# ---- design 1 ----
Fig. 1: design 1, cells coloured by class
Scale bar: 20 µm.
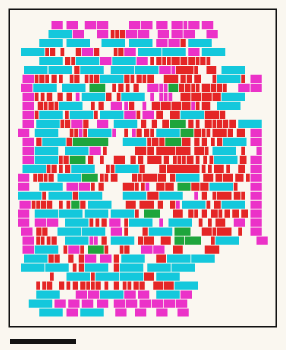

[config.mk]
export PLATFORM = sky130hd
export DESIGN_NAME = decode_instr_window
export DESIGN_NICKNAME = d
export VERILOG_FILES = /design/src/rtl/decode_instr_window_pkg.sv /design/src/rtl/decode_instr_window_prefix_classify.sv /design/src/rtl/decode_instr_window.sv
export SDC_FILE = /design/constraint.sdc
export NUM_CORES = 1
export LEC_CHECK = 0
export CORE_ASPECT_RATIO = 1.2
export CORE_MARGIN = 2
export CORE_UTILIZATION = 51
export CTS_CLUSTER_SIZE = 20
export DETAILED_ROUTE_END_ITERATION = 8
export GPL_TIMING_DRIVEN = 0
export PLACE_DENSITY = 0.95
export RECOVER_POWER = 25
export SLEW_MARGIN = 40
export SYNTH_ARGS = -nofsm -noshare
export SYNTH_HDL_FRONTEND = slang
export SYNTH_SLANG_ARGS = --single-unit
[constraint.sdc]
create_clock -name clk -period 3.5 [get_ports clk]
set_clock_uncertainty 0.05 [all_clocks]
set_input_delay 0.7 -clock clk [delete_from_list [all_inputs] [get_ports clk]]
set_output_delay 0.7 -clock clk [all_outputs]
set_load 0.05 [all_outputs]
[src/rtl/decode_instr_window_pkg.sv]
// decode_instr_window_pkg: prefix byte constants, segment codes, flag indices and FSM encoding
package decode_instr_window_pkg;
  localparam int WINDOW_BYTES_DEF = 9;
  localparam int MAX_INSTR_LEN_DEF = 15;
  localparam int MAX_PREFIXES_DEF = 4;
  localparam logic [7:0] PFX_OPSIZE = 8'h66;
  localparam logic [7:0] PFX_ADDR = 8'h67;
  localparam logic [7:0] PFX_LOCK = 8'hF0;
  localparam logic [7:0] PFX_REP = 8'hF3;
  localparam logic [7:0] PFX_REPNE = 8'hF2;
  localparam logic [7:0] PFX_ES = 8'h26;
  localparam logic [7:0] PFX_CS = 8'h2E;
  localparam logic [7:0] PFX_SS = 8'h36;
  localparam logic [7:0] PFX_DS = 8'h3E;
  localparam logic [7:0] PFX_FS = 8'h64;
  localparam logic [7:0] PFX_GS = 8'h65;
  localparam logic [7:0] ESCAPE_BYTE = 8'h0F;
  localparam logic [2:0] PREFIX_SEG_NONE = 3'd0;
  localparam logic [2:0] PREFIX_SEG_ES = 3'd1;
  localparam logic [2:0] PREFIX_SEG_CS = 3'd2;
  localparam logic [2:0] PREFIX_SEG_SS = 3'd3;
  localparam logic [2:0] PREFIX_SEG_DS = 3'd4;
  localparam logic [2:0] PREFIX_SEG_FS = 3'd5;
  localparam logic [2:0] PREFIX_SEG_GS = 3'd6;
  localparam int FLAG_OPSIZE = 0;
  localparam int FLAG_ADDR = 1;
  localparam int FLAG_LOCK = 2;
  localparam int FLAG_REP = 3;
  localparam int FLAG_REPNE = 4;
  localparam int NUM_FLAGS = 5;
  typedef enum logic [1:0] {ST_PREFIX, ST_BODY, ST_EMIT} state_t;
endpackage

[src/rtl/decode_instr_window_prefix_classify.sv]
// decode_prefix_classify: combinational byte classifier into prefix flag, segment code and escape
module decode_prefix_classify
  import decode_instr_window_pkg::*;
(
  input  logic [7:0]           byte_in,
  output logic                 is_prefix,
  output logic                 is_escape,
  output logic [NUM_FLAGS-1:0] flag,
  output logic [2:0]           seg
);
  always_comb begin
    flag = '0;
    seg = PREFIX_SEG_NONE;
    case (byte_in)
      PFX_OPSIZE: flag[FLAG_OPSIZE] = 1'b1;
      PFX_ADDR:   flag[FLAG_ADDR] = 1'b1;
      PFX_LOCK:   flag[FLAG_LOCK] = 1'b1;
      PFX_REP:    flag[FLAG_REP] = 1'b1;
      PFX_REPNE:  flag[FLAG_REPNE] = 1'b1;
      PFX_ES:     seg = PREFIX_SEG_ES;
      PFX_CS:     seg = PREFIX_SEG_CS;
      PFX_SS:     seg = PREFIX_SEG_SS;
      PFX_DS:     seg = PREFIX_SEG_DS;
      PFX_FS:     seg = PREFIX_SEG_FS;
      PFX_GS:     seg = PREFIX_SEG_GS;
      default:    ;
    endcase
  end
  assign is_prefix = |flag || seg != PREFIX_SEG_NONE;
  assign is_escape = byte_in == ESCAPE_BYTE;
endmodule

[src/rtl/decode_instr_window.sv]
// decode_instr_window: strips prefixes/escape from a byte stream and holds an opcode-aligned window
module decode_instr_window
  import decode_instr_window_pkg::*;
#(
  parameter int WINDOW_BYTES = WINDOW_BYTES_DEF,
  parameter int MAX_INSTR_LEN = MAX_INSTR_LEN_DEF,
  parameter int MAX_PREFIXES = MAX_PREFIXES_DEF
) (
  input  logic                      clk,
  input  logic                      reset,
  input  logic                      byte_valid,
  input  logic [7:0]                byte_data,
  input  logic                      byte_last,
  output logic                      byte_ready,
  output logic                      out_valid,
  input  logic                      out_ready,
  output logic [8*WINDOW_BYTES-1:0] unescaped_instr,
  output logic                      is_escaped,
  output logic                      prefix_opsize_16bit,
  output logic                      prefix_address_16bit,
  output logic                      prefix_lock,
  output logic                      prefix_rep,
  output logic                      prefix_repne,
  output logic [2:0]                prefix_seg,
  output logic [3:0]                instr_len,
  output logic                      frame_err
);
  localparam int WW = 8 * WINDOW_BYTES;
  localparam int IW = $clog2(WINDOW_BYTES + 1);
  localparam int PW = $clog2(MAX_PREFIXES + 2);
  localparam int LW = $clog2(MAX_INSTR_LEN + 2);
  state_t state, state_next;
  logic [WW-1:0] window;
  logic [NUM_FLAGS-1:0] flags, c_flag;
  logic [2:0] seg, c_seg;
  logic escaped, err, c_prefix, c_escape;
  logic [IW-1:0] body_idx, wr_idx;
  logic [PW-1:0] prefix_cnt;
  logic [LW-1:0] len, len_next;
  logic acc, in_prefix, body_full, pc_full, wr_en, err_set, clear;
  decode_prefix_classify u_classify (
    .byte_in   (byte_data),
    .is_prefix (c_prefix),
    .is_escape (c_escape),
    .flag      (c_flag),
    .seg       (c_seg)
  );
  assign byte_ready = state != ST_EMIT;
  assign out_valid = state == ST_EMIT;
  always_comb begin
    acc = byte_valid && byte_ready;
    in_prefix = state == ST_PREFIX;
    body_full = body_idx == IW'(WINDOW_BYTES);
    pc_full = prefix_cnt == PW'(MAX_PREFIXES);
    len_next = len == LW'(MAX_INSTR_LEN + 1) ? len : len + LW'(1);
    wr_en = acc && (in_prefix ? !c_prefix && !c_escape : !body_full);
    wr_idx = in_prefix ? '0 : body_idx;
    err_set = acc && (len_next > LW'(MAX_INSTR_LEN) || (in_prefix ?
      (c_prefix && pc_full) || (byte_last && (c_prefix || c_escape)) : body_full));
    clear = reset || (state == ST_EMIT && out_ready);
    state_next = state;
    if (state == ST_EMIT) state_next = out_ready ? ST_PREFIX : ST_EMIT;
    else if (acc) state_next = byte_last ? ST_EMIT : (in_prefix && !c_prefix) ? ST_BODY : state;
  end
  always_ff @(posedge clk) state <= reset ? ST_PREFIX : state_next;
  always_ff @(posedge clk) begin
    if (clear) begin
      window <= '0;
      flags <= '0;
      seg <= PREFIX_SEG_NONE;
      escaped <= 1'b0;
      err <= 1'b0;
      body_idx <= '0;
      prefix_cnt <= '0;
      len <= '0;
    end else if (acc) begin
      len <= len_next;
      err <= err | err_set;
      if (wr_en) window <= window | (WW'(byte_data) << {wr_idx, 3'b000});
      if (in_prefix) begin
        flags <= flags | c_flag;
        seg <= c_seg != PREFIX_SEG_NONE ? c_seg : seg;
        escaped <= escaped | c_escape;
        prefix_cnt <= (c_prefix && !pc_full) ? prefix_cnt + PW'(1) : prefix_cnt;
        body_idx <= (c_prefix || c_escape) ? body_idx : IW'(1);
      end else if (!body_full) body_idx <= body_idx + IW'(1);
    end
  end
  assign unescaped_instr = window;
  assign is_escaped = escaped;
  assign prefix_opsize_16bit = flags[FLAG_OPSIZE];
  assign prefix_address_16bit = flags[FLAG_ADDR];
  assign prefix_lock = flags[FLAG_LOCK];
  assign prefix_rep = flags[FLAG_REP];
  assign prefix_repne = flags[FLAG_REPNE];
  assign prefix_seg = seg;
  assign instr_len = len > LW'(15) ? 4'd15 : 4'(len);
  assign frame_err = err;
endmodule

# ---- design 2 ----
<file path="config.mk">
export PLATFORM = sky130hd
export DESIGN_NAME = cpu_agu
export DESIGN_NICKNAME = d
export VERILOG_FILES = /design/src/rtl/cpu_agu_pkg.sv /design/src/rtl/cpu_agu_adder.sv /design/src/rtl/cpu_agu.sv
export SDC_FILE = /design/constraint.sdc
export NUM_CORES = 1
export LEC_CHECK = 0
export CORE_ASPECT_RATIO = 1.5
export CORE_UTILIZATION = 30
export DETAILED_ROUTE_END_ITERATION = 12
export PLACE_DENSITY = 0.49
export SYNTH_ARGS = -nofsm -noshare
export SYNTH_HDL_FRONTEND = slang
export SYNTH_SLANG_ARGS = --single-unit
</file>
<file path="constraint.sdc">
create_clock -name clk -period 4.8 [get_ports clk]
set_clock_uncertainty 0.1 [all_clocks]
set_input_delay 1.44 -clock clk [delete_from_list [all_inputs] [get_ports clk]]
set_output_delay 1.44 -clock clk [all_outputs]
set_load 0.05 [all_outputs]
</file>
<file path="src/rtl/cpu_agu_pkg.sv">
// Shared types and constants for the address-generation unit.
package cpu_agu_pkg;

  typedef enum logic [2:0] {
    ABS     = 3'd0,
    ABS_IDX = 3'd1,
    ZP      = 3'd2,
    ZP_IDX  = 3'd3,
    X_IND   = 3'd4,
    IND_Y   = 3'd5
  } agu_mode_e;

  typedef enum logic [2:0] {
    S_IDLE,
    S_OP_LO,
    S_OP_HI,
    S_ZP_IDX,
    S_PTR_LO,
    S_PTR_HI,
    S_FIX,
    S_DONE
  } agu_state_e;

  // Edges from the start sample to the done pulse, for the core's sequencer.
  localparam int LAT_ZP          = 2;
  localparam int LAT_ABS         = 3;
  localparam int LAT_ZP_IDX      = 3;
  localparam int LAT_ABS_IDX     = 3;
  localparam int LAT_ABS_IDX_FIX = 4;
  localparam int LAT_X_IND       = 5;
  localparam int LAT_IND_Y       = 4;
  localparam int LAT_IND_Y_FIX   = 5;

  // Unused encodings behave as absolute addressing.
  function automatic agu_mode_e decode_mode(input logic [2:0] raw);
    if (raw > 3'd5) return ABS;
    return agu_mode_e'(raw);
  endfunction

endpackage

</file>
<file path="src/rtl/cpu_agu_adder.sv">
// DATA_W-bit adder with carry-out, shared by all index/pointer arithmetic.
module cpu_agu_adder #(
  parameter int DATA_W = 8
) (
  input  logic [DATA_W-1:0] i_a,
  input  logic [DATA_W-1:0] i_b,
  output logic [DATA_W-1:0] o_sum,
  output logic              o_carry
);

  assign {o_carry, o_sum} = {1'b0, i_a} + {1'b0, i_b};

endmodule

</file>
<file path="src/rtl/cpu_agu.sv">
// Multi-cycle effective-address generator; all state advances on negedge clk.
//
// state    | meaning
// ---------+-------------------------------------------------------------
// S_IDLE   | waiting for start
// S_OP_LO  | reading first operand byte
// S_OP_HI  | reading second operand byte (absolute modes)
// S_ZP_IDX | dummy read of base zero-page address while indexing
// S_PTR_LO | reading pointer low byte from zero page
// S_PTR_HI | reading pointer high byte from zero page
// S_FIX    | dummy read at uncorrected address, high byte fix-up
// S_DONE   | ea complete; next edge pulses done
module cpu_agu
  import cpu_agu_pkg::*;
#(
  parameter int              DATA_W    = 8,
  parameter logic [DATA_W-1:0] ZP_HI   = '0,
  parameter bit              FORCE_FIX = 1'b0
) (
  input  logic                clk,
  input  logic                reset,
  input  logic                start,
  input  logic [2:0]          mode,
  input  logic                is_write,
  input  logic [2*DATA_W-1:0] pc,
  input  logic [DATA_W-1:0]   index,
  input  logic [DATA_W-1:0]   data_in,
  output logic [2*DATA_W-1:0] adr_out,
  output logic                consume,
  output logic                dummy,
  output logic                busy,
  output logic                done,
  output logic [2*DATA_W-1:0] ea,
  output logic                page_cross
);

  localparam int AW = 2 * DATA_W;

  agu_state_e        r_state, w_state_nxt;
  agu_mode_e         r_mode, w_mode_nxt;
  logic              r_write, w_write_nxt;
  logic [AW-1:0]     r_pc, w_pc_nxt;
  logic [DATA_W-1:0] r_lo, w_lo_nxt;
  logic [DATA_W-1:0] r_hi, w_hi_nxt;
  logic [DATA_W-1:0] r_zp, w_zp_nxt;
  logic [AW-1:0]     r_adr, w_adr_nxt;
  logic              r_consume, w_consume_nxt;
  logic              r_dummy, w_dummy_nxt;
  logic              r_busy, w_busy_nxt;
  logic              r_done, w_done_nxt;
  logic [AW-1:0]     r_ea, w_ea_nxt;
  logic              r_page_cross, w_page_cross_nxt;

  logic [DATA_W-1:0] w_add_a, w_add_b, w_sum;
  logic              w_carry, w_indexed, w_fix;

  // Steer the shared adder operands by state.
  always_comb begin
    w_add_a = r_lo;
    w_add_b = index;
    case (r_state)
      S_PTR_LO: begin w_add_a = r_zp; w_add_b = DATA_W'(1); end
      S_FIX:    begin w_add_a = r_hi; w_add_b = {{(DATA_W-1){1'b0}}, r_page_cross}; end
      default: ;
    endcase
  end

  cpu_agu_adder #(.DATA_W(DATA_W)) u_adder (
    .i_a    (w_add_a),
    .i_b    (w_add_b),
    .o_sum  (w_sum),
    .o_carry(w_carry)
  );

  assign w_indexed = (r_mode == ABS_IDX) || (r_mode == IND_Y);
  assign w_fix     = w_carry | r_write | FORCE_FIX;

  // Next-state and next-output decode; every register holds unless a state updates it.
  always_comb begin
    w_state_nxt      = r_state;
    w_mode_nxt       = r_mode;
    w_write_nxt      = r_write;
    w_pc_nxt         = r_pc;
    w_lo_nxt         = r_lo;
    w_hi_nxt         = r_hi;
    w_zp_nxt         = r_zp;
    w_adr_nxt        = r_adr;
    w_consume_nxt    = 1'b0;
    w_dummy_nxt      = 1'b0;
    w_busy_nxt       = r_busy;
    w_done_nxt       = 1'b0;
    w_ea_nxt         = r_ea;
    w_page_cross_nxt = r_page_cross;
    case (r_state)
      S_IDLE: begin
        if (start) begin
          w_mode_nxt       = decode_mode(mode);
          w_write_nxt      = is_write;
          w_pc_nxt         = pc;
          w_adr_nxt        = pc;
          w_busy_nxt       = 1'b1;
          w_ea_nxt         = '0;
          w_page_cross_nxt = 1'b0;
          w_state_nxt      = S_OP_LO;
        end
      end
      S_OP_LO: begin
        w_lo_nxt      = data_in;
        w_zp_nxt      = data_in;
        w_consume_nxt = 1'b1;
        case (r_mode)
          ZP: begin
            w_ea_nxt    = {ZP_HI, data_in};
            w_state_nxt = S_DONE;
          end
          ZP_IDX, X_IND: begin
            w_adr_nxt   = {ZP_HI, data_in};
            w_dummy_nxt = 1'b1;
            w_state_nxt = S_ZP_IDX;
          end
          IND_Y: begin
            w_adr_nxt   = {ZP_HI, data_in};
            w_state_nxt = S_PTR_LO;
          end
          default: begin
            w_adr_nxt   = r_pc + AW'(1);
            w_state_nxt = S_OP_HI;
          end
        endcase
      end
      S_ZP_IDX: begin
        // Zero-page indexing never carries into the page.
        w_zp_nxt = w_sum;
        if (r_mode == X_IND) begin
          w_adr_nxt   = {ZP_HI, w_sum};
          w_state_nxt = S_PTR_LO;
        end else begin
          w_ea_nxt    = {ZP_HI, w_sum};
          w_state_nxt = S_DONE;
        end
      end
      S_PTR_LO: begin
        w_lo_nxt    = data_in;
        w_adr_nxt   = {ZP_HI, w_sum};
        w_state_nxt = S_PTR_HI;
      end
      S_OP_HI, S_PTR_HI: begin
        w_consume_nxt = (r_state == S_OP_HI);
        if (!w_indexed) begin
          w_ea_nxt    = {data_in, r_lo};
          w_state_nxt = S_DONE;
        end else begin
          w_page_cross_nxt = w_carry;
          w_lo_nxt         = w_sum;
          w_hi_nxt         = data_in;
          if (w_fix) begin
            w_adr_nxt   = {data_in, w_sum};
            w_dummy_nxt = 1'b1;
            w_state_nxt = S_FIX;
          end else begin
            w_ea_nxt    = {data_in, w_sum};
            w_state_nxt = S_DONE;
          end
        end
      end
      S_FIX: begin
        w_ea_nxt    = {w_sum, r_lo};
        w_state_nxt = S_DONE;
      end
      S_DONE: begin
        w_done_nxt  = 1'b1;
        w_busy_nxt  = 1'b0;
        w_adr_nxt   = r_ea;
        w_state_nxt = S_IDLE;
      end
      default: w_state_nxt = S_IDLE;
    endcase
  end

  // State and output registers, updated on the core's falling edge.
  always_ff @(negedge clk or posedge reset) begin
    if (reset) begin
      r_state      <= S_IDLE;
      r_mode       <= ABS;
      r_write      <= 1'b0;
      r_pc         <= '0;
      r_lo         <= '0;
      r_hi         <= '0;
      r_zp         <= '0;
      r_adr        <= '0;
      r_consume    <= 1'b0;
      r_dummy      <= 1'b0;
      r_busy       <= 1'b0;
      r_done       <= 1'b0;
      r_ea         <= '0;
      r_page_cross <= 1'b0;
    end else begin
      r_state      <= w_state_nxt;
      r_mode       <= w_mode_nxt;
      r_write      <= w_write_nxt;
      r_pc         <= w_pc_nxt;
      r_lo         <= w_lo_nxt;
      r_hi         <= w_hi_nxt;
      r_zp         <= w_zp_nxt;
      r_adr        <= w_adr_nxt;
      r_consume    <= w_consume_nxt;
      r_dummy      <= w_dummy_nxt;
      r_busy       <= w_busy_nxt;
      r_done       <= w_done_nxt;
      r_ea         <= w_ea_nxt;
      r_page_cross <= w_page_cross_nxt;
    end
  end

  assign adr_out    = r_adr;
  assign consume    = r_consume;
  assign dummy      = r_dummy;
  assign busy       = r_busy;
  assign done       = r_done;
  assign ea         = r_ea;
  assign page_cross = r_page_cross;

endmodule

</file>

## Gallery

Cell sizes after repair.
picture 1
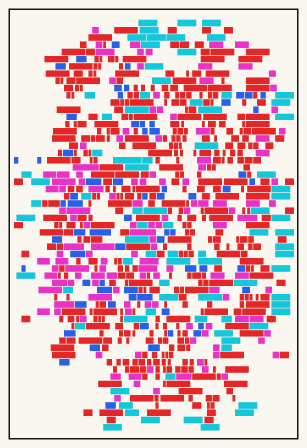
picture 2
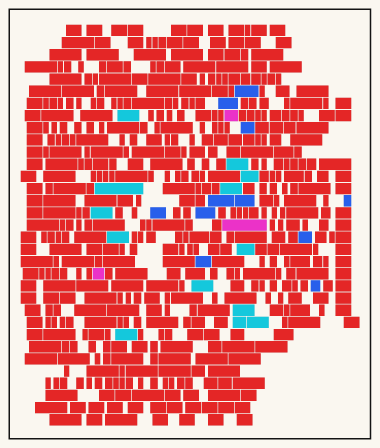
Picture 1 comes from design 2.
Picture 2 comes from design 1.
Of these, most cells: picture 1

Fig. 2: design 2, routing congestion
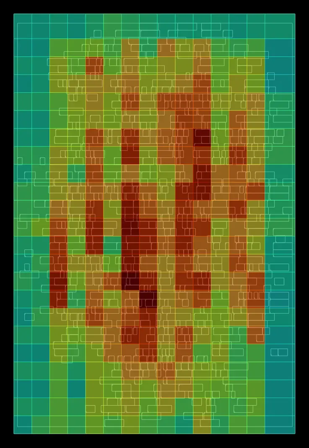
gr usage total: 21.7%
mean routed wirelength per cell: 19.5 µm
met2 Use GR: 37.9%
met3 Use GR: 2.62%

==> qor.csv, design 2 <==
metric,value,unit
ys_sh_simple,15.2,%
wl_met3,642,µm
ioPinCount,76,
ys.flop_type,dfrtn_1,
yosys_warnings,0,
synth_cell_types,62,
violations,setup timing,
end_kind,register,
seq_share,25.9,%
cp_num_buf_inv,3,
timing.final.ws_setup,-1030,ps
status,finished with violations,
most_common_cell,dfrtn_1,
syn2layout_area_growth,59.6,%
fill_cells,1530,
drcViolationCount,0,
setup_viol,86,
slew_violations,0,
syn_inst,554,
Fig. 3: design 1, port wiring
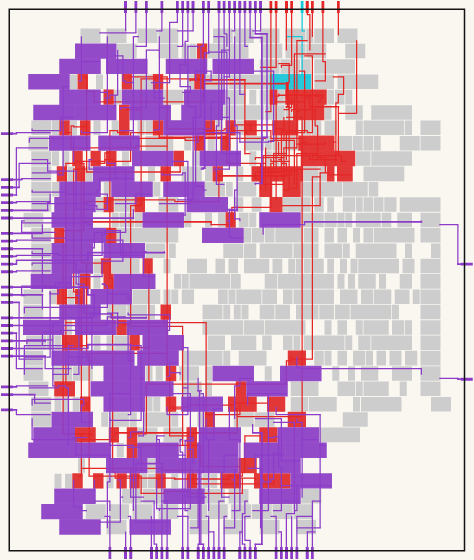
colour	port	direction	edge	end cells	buffers	wire
cyan	`prefix_repne`	output	top	1	1	15.2 µm
red	`byte_data`	input	top	92	16	1670 µm
purple	`unescaped_instr`	output	26 bottom, 25 left, 19 top, 2 right	72	72	2300 µm

Notes on Fig. 1 above:
colour	class	cells
green	clock drivers and dummy loads	15
cyan	sequential cells	96
red	remaining logic cells	286
magenta	remaining buffers and delay cells	120

==> qor.csv, design 1 <==
metric,value,unit
tightest_slew,707,ps
status,"complete, no violations",
maxSlewHeadroom,52.9,%
largest_register_ffs,72,
syn_area,0.00357,mm²
grt_busiest_layer,met2,
comb_area_share,31.2,%
final_common_cell,dfxtp_1,
path_clk_slew,100,ps
die-area,0.00769,mm²
edf_count,0,
path_max_fanout,4,
synth_cell_types,47,
clock_sinks,96,
crit_chain,ha_1 -> and3_1 -> ha_1 -> nand2b_1 -> nand2_1 -> clkdlybuf4s50_1,
rr_startpoint,state[0]$_SDFFE_PP0P_,

# ---- design 3 ----
Fig. 4: design 3, routing congestion
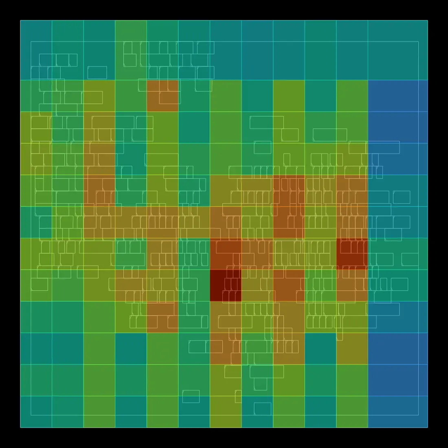
Fig. 5: design 3, cell sizes after repair
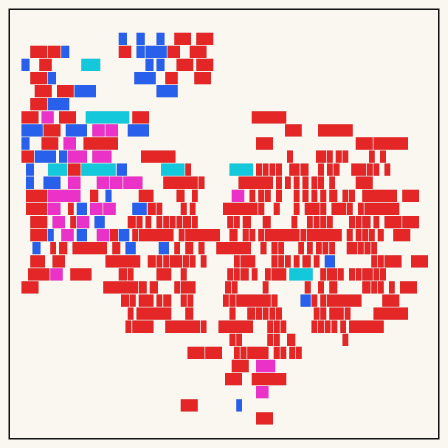
<file path="config.mk">
export PLATFORM = sky130hd
export DESIGN_NAME = mem_stage_ctrl_flat
export DESIGN_NICKNAME = d
export VERILOG_FILES = /design/src/rtl/mem_stage_ctrl_pkg.sv /design/src/rtl/mem_stage_ctrl_if.sv /design/src/rtl/mem_stage_ctrl_sat_counter.sv /design/src/rtl/register_1b.sv /design/src/rtl/mem_stage_ctrl.sv /design/src/flat_wrapper.sv
export SDC_FILE = /design/constraint.sdc
export NUM_CORES = 1
export LEC_CHECK = 0
export ABC_AREA = 1
export CAP_MARGIN = 10
export CORE_MARGIN = 2
export CORE_UTILIZATION = 27
export CTS_CLUSTER_SIZE = 8
export DETAILED_ROUTE_END_ITERATION = 8
export HOLD_SLACK_MARGIN = 0.12
export PLACE_DENSITY = 0.73
export SETUP_SLACK_MARGIN = 0.2
export SKIP_LAST_GASP = 1
export SYNTH_ARGS = -nofsm -noshare
export SYNTH_HDL_FRONTEND = slang
export SYNTH_SLANG_ARGS = --single-unit
</file>
<file path="constraint.sdc">
create_clock -name clk -period 3 [get_ports clk]
set_input_delay 0.75 -clock clk [delete_from_list [all_inputs] [get_ports clk]]
set_output_delay 0.75 -clock clk [all_outputs]
set_load 0.02 [all_outputs]
</file>
<file path="src/rtl/mem_stage_ctrl_pkg.sv">
// Shared types and constants for the memory-stage access controller.
// The state encoding is fixed so the single-bit state flop maps directly onto it.
package mem_stage_ctrl_pkg;
  localparam int WORD_W = 16;
  localparam int TO_W   = 8;

  typedef enum logic {
    IDLE = 1'b0,
    BUSY = 1'b1
  } state_t;
endpackage

</file>
<file path="src/rtl/mem_stage_ctrl_if.sv">
// Bundles the EX/MEM inputs, data-memory handshake and MEM/WB outputs of the controller.
// The master modport is the controller's view; slave is the pipeline and memory side.
interface mem_stage_ctrl_if
  import mem_stage_ctrl_pkg::*;
#(
  parameter int CNT_W = 16
);
  logic              memRead;
  logic              memWrite;
  logic              HALT;
  logic [WORD_W-1:0] aluResult;
  logic [WORD_W-1:0] writeData;
  logic              mem_Stall;
  logic              mem_Done;
  logic [WORD_W-1:0] mem_DataOut;
  logic              mem_Rd;
  logic              mem_Wr;
  logic [WORD_W-1:0] mem_Addr;
  logic [WORD_W-1:0] mem_DataIn;
  logic [WORD_W-1:0] readFromMem;
  logic              mwb_valid;
  logic              stall_XM;
  logic              err;
  logic [CNT_W-1:0]  stall_cnt;

  modport master (
    input  memRead, memWrite, HALT, aluResult, writeData,
    input  mem_Stall, mem_Done, mem_DataOut,
    output mem_Rd, mem_Wr, mem_Addr, mem_DataIn,
    output readFromMem, mwb_valid, stall_XM, err, stall_cnt
  );

  modport slave (
    output memRead, memWrite, HALT, aluResult, writeData,
    output mem_Stall, mem_Done, mem_DataOut,
    input  mem_Rd, mem_Wr, mem_Addr, mem_DataIn,
    input  readFromMem, mwb_valid, stall_XM, err, stall_cnt
  );
endinterface

</file>
<file path="src/rtl/mem_stage_ctrl_sat_counter.sv">
// Up-counter that sticks at all-ones instead of wrapping; clear wins over enable.
module sat_counter #(
  parameter int W = 8
) (
  input  logic         clk,
  input  logic         clr,
  input  logic         en,
  output logic [W-1:0] q
);
  always_ff @(posedge clk) begin
    if (clr)                 q <= '0;
    else if (en && q != '1)  q <= q + 1'b1;
  end
endmodule

</file>
<file path="src/rtl/register_1b.sv">
// Single-bit register with synchronous active-high reset and load enable.
module register_1b (
  input  logic clk,
  input  logic rst,
  input  logic en,
  input  logic d,
  output logic q
);
  always_ff @(posedge clk) begin
    if (rst)     q <= 1'b0;
    else if (en) q <= d;
  end
endmodule

</file>
<file path="src/rtl/mem_stage_ctrl.sv">
// MEM-stage controller: issues one-cycle read/write strobes to a stallable data memory,
// freezes the front of the pipeline while an access is outstanding, and bubbles MEM/WB.
module mem_stage_ctrl
  import mem_stage_ctrl_pkg::*;
#(
  parameter int TIMEOUT = 64,
  parameter int CNT_W   = 16
) (
  input  logic               clk,
  input  logic               rst,
  mem_stage_ctrl_if.master   bus
);
  localparam logic [TO_W-1:0] TO_LAST = TO_W'(TIMEOUT - 1);

  logic              state_bit;
  logic              state_next;
  state_t            eff_state;
  logic              req;
  logic              is_read;
  logic              stall;
  logic              to_clr;
  logic              to_inc;
  logic [TO_W-1:0]   to_cnt;
  logic [CNT_W-1:0]  stall_cnt_q;
  logic              err_reg;
  logic [WORD_W-1:0] rfm;

  assign req     = (bus.memRead | bus.memWrite) & ~bus.HALT;
  // Both strobes high is resolved as a store.
  assign is_read = bus.memRead & ~bus.memWrite;

  register_1b u_state (
    .clk (clk),
    .rst (rst),
    .en  (1'b1),
    .d   (state_next),
    .q   (state_bit)
  );

  always_comb begin
    // While rst is held the outputs already behave as in IDLE.
    eff_state  = rst ? IDLE : state_t'(state_bit);
    state_next = eff_state;
    bus.mem_Rd = 1'b0;
    bus.mem_Wr = 1'b0;
    stall      = 1'b0;
    rfm        = '0;
    to_clr     = 1'b0;
    to_inc     = 1'b0;
    case (eff_state)
      IDLE: begin
        if (req) begin
          if (bus.mem_Stall) begin
            stall = 1'b1;
          end else begin
            bus.mem_Rd = is_read;
            bus.mem_Wr = bus.memWrite;
            if (bus.mem_Done) begin
              rfm = is_read ? bus.mem_DataOut : '0;
            end else begin
              stall      = 1'b1;
              state_next = BUSY;
              to_clr     = 1'b1;
            end
          end
        end
      end
      BUSY: begin
        if (bus.mem_Done) begin
          rfm        = is_read ? bus.mem_DataOut : '0;
          state_next = IDLE;
        end else begin
          stall  = 1'b1;
          to_inc = 1'b1;
        end
      end
      default: state_next = IDLE;
    endcase
  end

  sat_counter #(.W(TO_W)) u_timeout (
    .clk (clk),
    .clr (rst | to_clr),
    .en  (to_inc),
    .q   (to_cnt)
  );

  sat_counter #(.W(CNT_W)) u_stall_cnt (
    .clk (clk),
    .clr (rst),
    .en  (stall),
    .q   (stall_cnt_q)
  );

  // Timeout flags on the edge where the BUSY counter reaches TIMEOUT; no forced exit.
  always_ff @(posedge clk) begin
    if (rst)
      err_reg <= 1'b0;
    else if ((bus.memRead & bus.memWrite) | (to_inc & (to_cnt >= TO_LAST)))
      err_reg <= 1'b1;
  end

  assign bus.mem_Addr    = bus.aluResult;
  assign bus.mem_DataIn  = bus.writeData;
  assign bus.readFromMem = rfm;
  assign bus.stall_XM    = stall;
  assign bus.mwb_valid   = ~stall;
  assign bus.err         = err_reg;
  assign bus.stall_cnt   = stall_cnt_q;
endmodule
</file>
<file path="src/flat_wrapper.sv">
// flat-port wrapper written by rule: the top's interface ports become plain ports
module mem_stage_ctrl_flat import mem_stage_ctrl_pkg::*;
#(
  parameter int TIMEOUT = 64,
  parameter int CNT_W   = 16
)
  (clk, rst, bus_memRead, bus_memWrite, bus_HALT, bus_aluResult, bus_writeData, bus_mem_Stall, bus_mem_Done, bus_mem_DataOut, bus_mem_Rd, bus_mem_Wr, bus_mem_Addr, bus_mem_DataIn, bus_readFromMem, bus_mwb_valid, bus_stall_XM, bus_err, bus_stall_cnt);
  mem_stage_ctrl_if #(.CNT_W(CNT_W)) bus_i ();
  input  logic clk;
  input  logic rst;
  input wire logic [$bits(bus_i.memRead)-1:0] bus_memRead;
  input wire logic [$bits(bus_i.memWrite)-1:0] bus_memWrite;
  input wire logic [$bits(bus_i.HALT)-1:0] bus_HALT;
  input wire logic [$bits(bus_i.aluResult)-1:0] bus_aluResult;
  input wire logic [$bits(bus_i.writeData)-1:0] bus_writeData;
  input wire logic [$bits(bus_i.mem_Stall)-1:0] bus_mem_Stall;
  input wire logic [$bits(bus_i.mem_Done)-1:0] bus_mem_Done;
  input wire logic [$bits(bus_i.mem_DataOut)-1:0] bus_mem_DataOut;
  output wire logic [$bits(bus_i.mem_Rd)-1:0] bus_mem_Rd;
  output wire logic [$bits(bus_i.mem_Wr)-1:0] bus_mem_Wr;
  output wire logic [$bits(bus_i.mem_Addr)-1:0] bus_mem_Addr;
  output wire logic [$bits(bus_i.mem_DataIn)-1:0] bus_mem_DataIn;
  output wire logic [$bits(bus_i.readFromMem)-1:0] bus_readFromMem;
  output wire logic [$bits(bus_i.mwb_valid)-1:0] bus_mwb_valid;
  output wire logic [$bits(bus_i.stall_XM)-1:0] bus_stall_XM;
  output wire logic [$bits(bus_i.err)-1:0] bus_err;
  output wire logic [$bits(bus_i.stall_cnt)-1:0] bus_stall_cnt;
  assign bus_i.memRead = bus_memRead;
  assign bus_i.memWrite = bus_memWrite;
  assign bus_i.HALT = bus_HALT;
  assign bus_i.aluResult = bus_aluResult;
  assign bus_i.writeData = bus_writeData;
  assign bus_i.mem_Stall = bus_mem_Stall;
  assign bus_i.mem_Done = bus_mem_Done;
  assign bus_i.mem_DataOut = bus_mem_DataOut;
  assign bus_mem_Rd = bus_i.mem_Rd;
  assign bus_mem_Wr = bus_i.mem_Wr;
  assign bus_mem_Addr = bus_i.mem_Addr;
  assign bus_mem_DataIn = bus_i.mem_DataIn;
  assign bus_readFromMem = bus_i.readFromMem;
  assign bus_mwb_valid = bus_i.mwb_valid;
  assign bus_stall_XM = bus_i.stall_XM;
  assign bus_err = bus_i.err;
  assign bus_stall_cnt = bus_i.stall_cnt;
  mem_stage_ctrl #(.TIMEOUT(TIMEOUT), .CNT_W(CNT_W)) u_core (.clk(clk), .rst(rst), .bus(bus_i));
endmodule
</file>
==> qor.csv <==
metric,value,unit
status,"complete, no violations",
ys_cells,307,
largest_register_ffs,16,
antenna_cells,0,
ir_drop,0.158,mV
fill_cells,764,
syn_nets,364,
drtAntennaViolNets,0,
grt_max_degree,25,
multiInputGateArea,0.00111,mm²
p_per_area,314,mW/mm²
dp.cells,440,
min_path_cells,2,
edf_count,0,
drive_above_1_share,18.9,%
fmax,369,MHz
met1_length,2150,µm
final_common_cell,nand2_1,
top_register,u_core.u_stall_cnt.q,
rr_startpoint,u_core.u_stall_cnt.q[0]$_SDFFE_PP0P_,
clockBufferDepth,2,
path_max_fanout,3,
top_layer,met4,
cts_htree_levels,1,
grt_use_met2,22.1,%
drt_iter0_drc,73,
hold_start,u_core.u_timeout.q[3]$_SDFFE_PP0P_,
slowest_delay,510,ps
Notes on Fig. 4 above:
met3 Use GR: 3.88%
GRT met1 Usage: 14.0%

Notes on Fig. 5 above:
colour	size	cells	share
blue	x2	37	11%
cyan	x6 and larger	7	2.0%
magenta	x3 and x4	22	6.3%
red	x1 and smaller	284	81%



==> layout pictures side by side <==
Wiring heat map.
Plate I
Scale bar: 20 µm. 16 x 19 tiles, from dark purple (low) to yellow (high), scaled to the fullest tile. Values are wire area over tile area, all layers added.
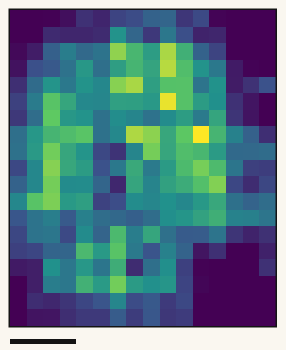
Plate II
Scale bar: 20 µm. 22 x 32 tiles, from dark purple (low) to yellow (high), scaled to the fullest tile. Values are wire area over tile area, all layers added.
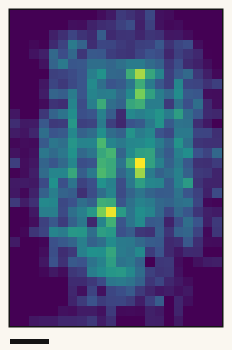
Plate III
Scale bar: 20 µm. 18 x 18 tiles, from dark purple (low) to yellow (high), scaled to the fullest tile. Values are wire area over tile area, all layers added.
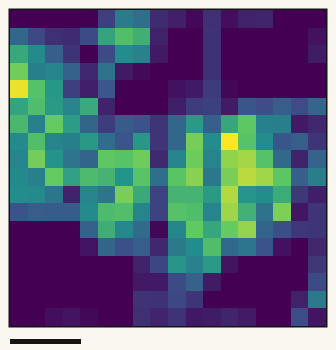
Plate I comes from design 1.
Plate II comes from design 2.
Plate III comes from design 3.

Key to Plate II:
fullest tile	0.73
tiles over half the peak	7.4%
mean over tiles	0.16
nearly empty tiles	19%

Power is estimated from default activity; no workload was simulated.
